=== design 1 ===
## src/rtl/ifu_fetch.sv

```systemverilog
// Instruction fetch unit: requests the word at pc_cur from instruction memory,
// hands it to decode over valid/ready, and drives the PC register's next value.
module ifu_fetch #(
  parameter logic [31:0] PC_RST = 32'h8000_0000
) (
  input  logic        clk,
  input  logic        rst_n,
  input  logic [31:0] pc_cur,
  output logic [31:0] pc_next,
  input  logic        redirect_valid,
  input  logic [31:0] redirect_pc,
  output logic        imem_req_valid,
  input  logic        imem_req_ready,
  output logic [31:0] imem_req_addr,
  input  logic        imem_rsp_valid,
  input  logic [31:0] imem_rsp_data,
  input  logic        imem_rsp_err,
  output logic        inst_valid,
  input  logic        inst_ready,
  output logic [31:0] inst,
  output logic [31:0] inst_pc,
  output logic        inst_fault
);

  typedef enum logic [2:0] {
    S_IDLE,
    S_REQ,
    S_WAIT,
    S_OUT,
    S_DROP
  } state_e;

  state_e      state_q, state_d;
  logic [31:0] inst_q, inst_d;
  logic [31:0] inst_pc_q, inst_pc_d;
  logic        fault_q, fault_d;
  logic        aligned;
  logic        req_hs;

  assign imem_req_addr = pc_cur;
  assign inst          = inst_q;
  assign inst_pc       = inst_pc_q;
  assign inst_fault    = fault_q;
  assign aligned       = (pc_cur[1:0] == 2'b00);
  assign req_hs        = imem_req_valid && imem_req_ready;

  // State and delivered-instruction registers.
  always_ff @(posedge clk or negedge rst_n) begin
    if (!rst_n) begin
      state_q   <= S_IDLE;
      inst_q    <= 32'h0;
      inst_pc_q <= PC_RST;
      fault_q   <= 1'b0;
    end else begin
      state_q   <= state_d;
      inst_q    <= inst_d;
      inst_pc_q <= inst_pc_d;
      fault_q   <= fault_d;
    end
  end

  // Next state, next PC, handshake outputs and instruction capture.
  always_comb begin
    state_d        = state_q;
    inst_d         = inst_q;
    inst_pc_d      = inst_pc_q;
    fault_d        = fault_q;
    pc_next        = pc_cur;
    imem_req_valid = 1'b0;
    inst_valid     = 1'b0;
    unique case (state_q)
      S_IDLE: begin
        state_d = S_REQ;
      end
      S_REQ: begin
        imem_req_valid = aligned;
        if (redirect_valid) begin
          pc_next = redirect_pc;
          state_d = req_hs ? S_DROP : S_REQ;
        end else if (!aligned) begin
          inst_d    = 32'h0;
          inst_pc_d = pc_cur;
          fault_d   = 1'b1;
          state_d   = S_OUT;
        end else if (req_hs) begin
          state_d = S_WAIT;
        end
      end
      S_WAIT: begin
        if (redirect_valid) begin
          pc_next = redirect_pc;
          state_d = imem_rsp_valid ? S_REQ : S_DROP;
        end else if (imem_rsp_valid) begin
          inst_d    = imem_rsp_err ? 32'h0 : imem_rsp_data;
          inst_pc_d = pc_cur;
          fault_d   = imem_rsp_err;
          state_d   = S_OUT;
        end
      end
      S_OUT: begin
        inst_valid = 1'b1;
        if (redirect_valid) begin
          pc_next = redirect_pc;
          state_d = S_REQ;
        end else if (inst_ready) begin
          pc_next = pc_cur + 32'd4;
          state_d = S_REQ;
        end
      end
      S_DROP: begin
        if (redirect_valid) pc_next = redirect_pc;
        if (imem_rsp_valid) state_d = S_REQ;
      end
      default: begin
        state_d = S_IDLE;
      end
    endcase
  end

endmodule

```

## config.mk

```make
export PLATFORM = sky130hd
export DESIGN_NAME = ifu_fetch
export DESIGN_NICKNAME = d
export VERILOG_FILES = /design/src/rtl/ifu_fetch.sv
export SDC_FILE = /design/constraint.sdc
export NUM_CORES = 1
export LEC_CHECK = 0
export CAP_MARGIN = 10
export CORE_ASPECT_RATIO = 1.2
export CORE_MARGIN = 1
export CORE_UTILIZATION = 39
export DETAILED_ROUTE_END_ITERATION = 10
export PLACE_DENSITY_LB_ADDON = 0.05
export REMOVE_ABC_BUFFERS = 1
export SYNTH_ARGS = -nofsm -noshare
export SYNTH_HDL_FRONTEND = slang
export SYNTH_SLANG_ARGS = --single-unit
```

## constraint.sdc

```tcl
create_clock -name clk -period 2.3 [get_ports clk]
set_input_delay 0.46 -clock clk [delete_from_list [all_inputs] [get_ports clk]]
set_output_delay 0.46 -clock clk [all_outputs]
set_load 0.02 [all_outputs]
```

=== design 2 ===
$ cat src/rtl/fsram_drain_pkg.sv
`default_nettype none
// ============================================================================
// Module      : fsram_drain_pkg
// Description : Shared sizing constants and drain FSM state encoding for the
//               feature-SRAM drain engine.
// Revision    : 1.0 - initial release
// ============================================================================
package fsram_drain_pkg;

  // Number of 16-bit SRAM macros per feature bank.
  localparam int SRAM_NUM_DEF = 2;

  // Feature SRAM address width (2048 words).
  localparam int AW_DEF = 11;

  // Drain controller states.
  typedef enum logic [1:0] {
    ST_IDLE  = 2'd0,
    ST_RUN   = 2'd1,
    ST_FLUSH = 2'd2,
    ST_DONE  = 2'd3
  } state_e;

endpackage : fsram_drain_pkg
`default_nettype wire

$ cat src/rtl/fsram_drain_fifo.sv
`default_nettype none
// ============================================================================
// Module      : drain_fifo
// Description : Two-entry FIFO buffering SRAM read data ahead of the DRAM
//               handshake. The head word is presented combinationally and
//               held until popped.
// Revision    : 1.0 - initial release
// ============================================================================
module drain_fifo #(
  parameter int DW = 32
) (
  input  logic          clk,
  input  logic          rst,
  input  logic          push,
  input  logic [DW-1:0] push_data,
  input  logic          pop,
  output logic [DW-1:0] head,
  output logic [1:0]    occ
);

  logic [DW-1:0] mem_q [2];
  logic [DW-1:0] mem_d [2];
  logic          wr_ptr_q, wr_ptr_d;
  logic          rd_ptr_q, rd_ptr_d;
  logic [1:0]    occ_q, occ_d;
  logic          pop_ok;

  // A pop on an empty FIFO is meaningless; never let it move the pointers.
  assign pop_ok = pop && (occ_q != 2'd0);
  assign head   = mem_q[rd_ptr_q];
  assign occ    = occ_q;

  // Next-state: write at the tail, advance the head, track occupancy.
  always_comb begin
    mem_d    = mem_q;
    wr_ptr_d = wr_ptr_q;
    rd_ptr_d = rd_ptr_q;
    if (push) begin
      mem_d[wr_ptr_q] = push_data;
      wr_ptr_d        = ~wr_ptr_q;
    end
    if (pop_ok) begin
      rd_ptr_d = ~rd_ptr_q;
    end
    occ_d = occ_q + {1'b0, push} - {1'b0, pop_ok};
  end

  // Storage and pointer registers; reset clears data so the head reads zero.
  always_ff @(posedge clk) begin
    if (rst) begin
      mem_q[0] <= '0;
      mem_q[1] <= '0;
      wr_ptr_q <= 1'b0;
      rd_ptr_q <= 1'b0;
      occ_q    <= 2'd0;
    end else begin
      mem_q[0] <= mem_d[0];
      mem_q[1] <= mem_d[1];
      wr_ptr_q <= wr_ptr_d;
      rd_ptr_q <= rd_ptr_d;
      occ_q    <= occ_d;
    end
  end

endmodule : drain_fifo
`default_nettype wire

$ cat src/rtl/fsram_drain.sv
`default_nettype none
// ============================================================================
// Module      : fsram_drain
// Description : Streams a contiguous block of words from one of two feature
//               SRAM banks to the DRAM side over a valid/ready handshake.
//               Reads are credit-limited so the 2-entry FIFO never overflows.
// Revision    : 1.0 - initial release
// ============================================================================
module fsram_drain
  import fsram_drain_pkg::*;
#(
  parameter int SRAM_NUM = SRAM_NUM_DEF,
  parameter int AW       = AW_DEF
) (
  input  logic                   clk,
  input  logic                   rst,
  input  logic                   start,
  input  logic                   sram_sel,
  input  logic [AW-1:0]          base_addr,
  input  logic [AW:0]            word_cnt,
  output logic                   CENB_1,
  output logic                   CENB_2,
  output logic [AW-1:0]          AB,
  input  logic [SRAM_NUM*16-1:0] QB_1,
  input  logic [SRAM_NUM*16-1:0] QB_2,
  output logic [SRAM_NUM*16-1:0] data_o_DRAM,
  output logic                   valid_o,
  input  logic                   ready_i,
  output logic                   busy,
  output logic                   done
);

  localparam int DW = SRAM_NUM * 16;

  state_e          state_q, state_d;
  logic            sel_q, sel_d;
  logic [AW-1:0]   addr_q, addr_d;
  logic [AW:0]     rem_q, rem_d;
  logic            inflight_q, inflight_d;

  logic [1:0]      fifo_occ;
  logic [DW-1:0]   fifo_head;
  logic [DW-1:0]   rd_data;
  logic            pop;
  logic            credit_ok;
  logic            issue;

  // Handshake side is driven purely from FIFO state, never from ready_i.
  assign valid_o     = (fifo_occ != 2'd0);
  assign data_o_DRAM = fifo_head;
  assign pop         = valid_o && ready_i;

  // Words already buffered or in flight, less the one leaving now, must
  // leave room for one more so a read issued this cycle always has a slot.
  assign credit_ok = ({1'b0, fifo_occ} + {2'b00, inflight_q}) < (3'd2 + {2'b00, pop});

  // Read data returns one cycle after issue from the bank latched at start.
  assign rd_data = sel_q ? QB_2 : QB_1;

  // Issue decision, FSM next-state and counter updates.
  always_comb begin
    state_d    = state_q;
    sel_d      = sel_q;
    addr_d     = addr_q;
    rem_d      = rem_q;
    issue      = 1'b0;
    case (state_q)
      ST_IDLE: begin
        if (start) begin
          sel_d   = sram_sel;
          addr_d  = base_addr;
          rem_d   = word_cnt;
          state_d = (word_cnt == '0) ? ST_DONE : ST_RUN;
        end
      end
      ST_RUN: begin
        issue = (rem_q != '0) && credit_ok;
        if (issue) begin
          addr_d = addr_q + AW'(1);
          rem_d  = rem_q - (AW + 1)'(1);
          if (rem_q == (AW + 1)'(1)) begin
            state_d = ST_FLUSH;
          end
        end
      end
      ST_FLUSH: begin
        if (!inflight_q && (fifo_occ == 2'd0)) begin
          state_d = ST_DONE;
        end
      end
      ST_DONE: begin
        state_d = ST_IDLE;
      end
      default: begin
        state_d = ST_IDLE;
      end
    endcase
    inflight_d = issue;
  end

  assign CENB_1 = !(issue && !sel_q);
  assign CENB_2 = !(issue && sel_q);
  assign AB     = addr_q;
  assign busy   = (state_q == ST_RUN) || (state_q == ST_FLUSH);
  assign done   = (state_q == ST_DONE);

  // Control registers; reset abandons any transfer in progress.
  always_ff @(posedge clk) begin
    if (rst) begin
      state_q    <= ST_IDLE;
      sel_q      <= 1'b0;
      addr_q     <= '0;
      rem_q      <= '0;
      inflight_q <= 1'b0;
    end else begin
      state_q    <= state_d;
      sel_q      <= sel_d;
      addr_q     <= addr_d;
      rem_q      <= rem_d;
      inflight_q <= inflight_d;
    end
  end

  drain_fifo #(
    .DW (DW)
  ) u_fifo (
    .clk       (clk),
    .rst       (rst),
    .push      (inflight_q),
    .push_data (rd_data),
    .pop       (pop),
    .head      (fifo_head),
    .occ       (fifo_occ)
  );

endmodule : fsram_drain
`default_nettype wire

$ cat config.mk
export PLATFORM = sky130hd
export DESIGN_NAME = fsram_drain
export DESIGN_NICKNAME = d
export VERILOG_FILES = /design/src/rtl/fsram_drain_pkg.sv /design/src/rtl/fsram_drain_fifo.sv /design/src/rtl/fsram_drain.sv
export SDC_FILE = /design/constraint.sdc
export NUM_CORES = 1
export LEC_CHECK = 0
export ABC_CLOCK_PERIOD_IN_PS = 3600
export CAP_MARGIN = 30
export CELL_PAD_IN_SITES_DETAIL_PLACEMENT = 1
export CELL_PAD_IN_SITES_GLOBAL_PLACEMENT = 2
export CORE_MARGIN = 3
export CORE_UTILIZATION = 30
export DETAILED_ROUTE_END_ITERATION = 6
export PLACE_DENSITY = 0.91
export SLEW_MARGIN = 15
export SYNTH_ARGS = -nofsm -noshare
export SYNTH_HDL_FRONTEND = slang
export SYNTH_SLANG_ARGS = --single-unit
$ cat constraint.sdc
create_clock -name clk -period 3.6 [get_ports clk]
set_input_delay 0.9 -clock clk [delete_from_list [all_inputs] [get_ports clk]]
set_output_delay 0.9 -clock clk [all_outputs]
set_load 0.01 [all_outputs]
Figure 1. Metal layers overlaid (design 1).
Two of the layers only.
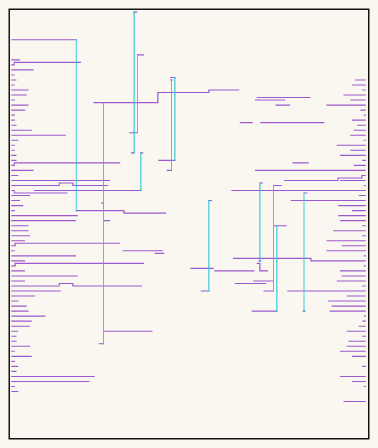
Purple is M3, wire length 1160 um. Cyan is M4, wire length 357 um.

Figure 2. Clock nets (design 1).
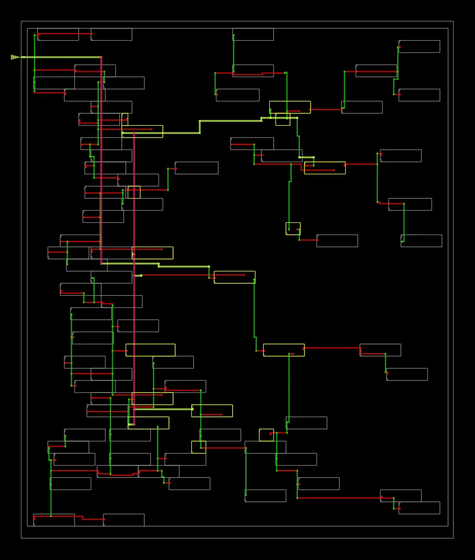
clk_buf instances: 10
total clock sinks: 68

==> results.py, design 1 <==
# Auto-generated metrics
metrics = {
    "status": {
        "outcome": "complete, but fails checks",
        "violations": "negative setup slack",
    },
    "route": {
        "vias_per_cell": 5.43,
    },
    "worst_setup_path": {
        "rr_worst_depth": 7,
        "crit_end": "pc_next[24]",
        "worst_path_max_delay_cell": "dfrtp_2",
    },
    "sta": {
        "setup_viol": 28,
        "min_period_ns": 2.51,
        "fin_ws_ns": -0.212,
    },
    "final_layout": {
        "nets": 840,
        "seqAreaFraction_pct": 21.6,
        "comb_area_share_pct": 30.5,
    },
    "synth": {
        "yosys.area_share.simple_pct": 17.2,
        "ys_sh_mux_pct": 8.26,
        "syn_inst": 430,
        "top_area_cell": "dfrtp_1",
    },
    "power_and_ir_drop": {
        "p_clk_share_pct": 17.7,
        "netSwitchingPower_uw": 3080,
        "cellPowerDensity_mw_per_mm2": 1010,
    },
    "die": {
        "std_cell_rows": 41,
    },
    "grt": {
        "grt_pass1_wl_mm": 24.3,
    },
}
design 1: sequential cells by signal, indices dropped and copies added, names as in the netlist:
register / cells
inst: 32
inst_pc: 32
state_q: 3
inst_fault: 1
design 1: timing repair:
item | 4_1_cts | 5_1_grt
gates cloned | 1 | 0
endpoints found under the setup margin | 34 | 32
hold buffers | 0 | 0
resized | 280 | 39
pin swaps | 39 | 15
hold endpoints to repair | 0 | 0
buffers inserted | 10 | 6
Figure 3. Metal layers overlaid (design 2).
Two of the layers only.
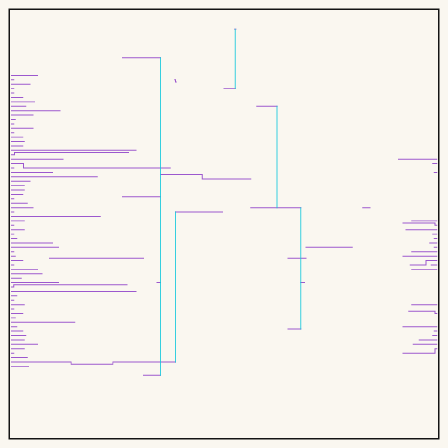
Purple is M3, wire length 878 um. Cyan is M4, wire length 231 um.

Figure 4. Clock distribution (design 2).
Scale bar: 50 um.
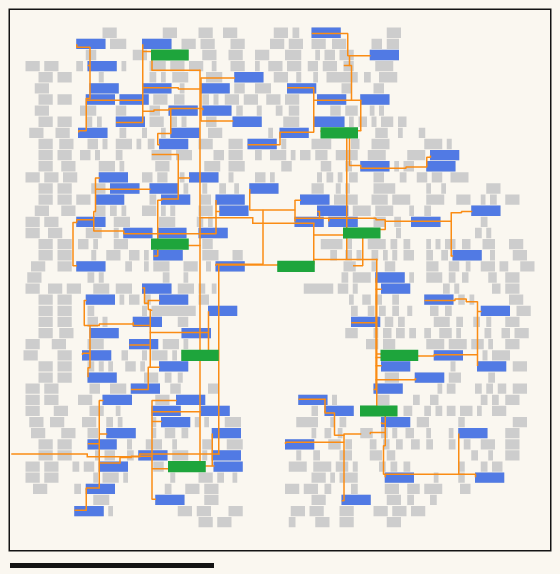
Green is clock-net drivers, count 9. Blue is flip-flops, count 95. Orange is clock wires, length 1340 um.
There are 10 routed clock nets. Position of the flops: all over the die.

==> results.py, design 2 <==
# Auto-generated metrics
metrics = {
    "sta": {
        "relSlewSlack_pct": 50.0,
        "fin_crit_sh_pct": 97.7,
    },
    "worst_setup_path": {
        "r2r-start": "rem_q[0]",
        "cp.arrival_ns": 2.62,
        "crit_fanout": 3,
    },
    "placed_design": {
        "numPortBuffers": 139,
    },
    "synth": {
        "yosys.area_share.simple_pct": 16.0,
        "top_area_cell": "dfxtp_1",
    },
    "hold_path": {
        "worstHoldEndpoint": "u_fifo.mem_q[15]",
        "worstHoldPathType": "reg -> reg",
    },
    "grt": {
        "busiest_layer": "met2",
    },
    "final_layout": {
        "fin_util_pct": 43.2,
        "nets": 760,
    },
    "status": {
        "outcome": "complete, no violations",
    },
    "power_and_ir_drop": {
        "powerComb_uw": 2250,
    },
    "die": {
        "std_cell_rows": 45,
    },
}
design 2: state kept, by name, indices dropped and copies added (netlist names):
register,count
sel_q,1
AB,11
u_fifo.mem_q,64
state_q,2
inflight_q,1
u_fifo.rd_ptr_q,1
u_fifo.occ,2
u_fifo.wr_ptr_q,1
rem_q,12
design 2: area by class of cell:
cell class	count	area [um^2]	area share (%)
Inverter	12	45.0	0.678
Sequential cell	95	1900	28.7
Timing Repair Buffer	149	1470	22.2
Tap cell	211	264	3.98
Clock buffer	11	243	3.66
Clock inverter	5	63.8	0.961
Multi-Input combinational cell	388	2650	39.9


==> notes/layouts.md <==
Pictures saved along the way, in no particular order.

Power grid.
Pins as bars on the die edge.
image #1
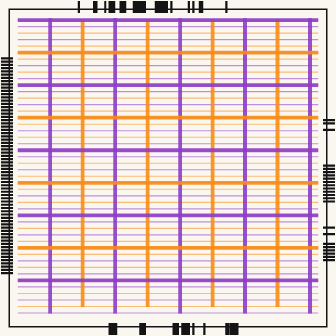
image #2
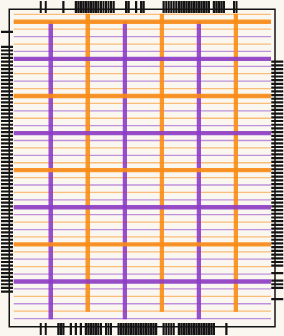
Of these, most pins: image #2
Image #2 comes from design 1.
Image #1 comes from design 2.

Key to image #1:
Orange is VDD. Purple is VSS.
9 straps on met5. 140 signal pins sit on the boundary.

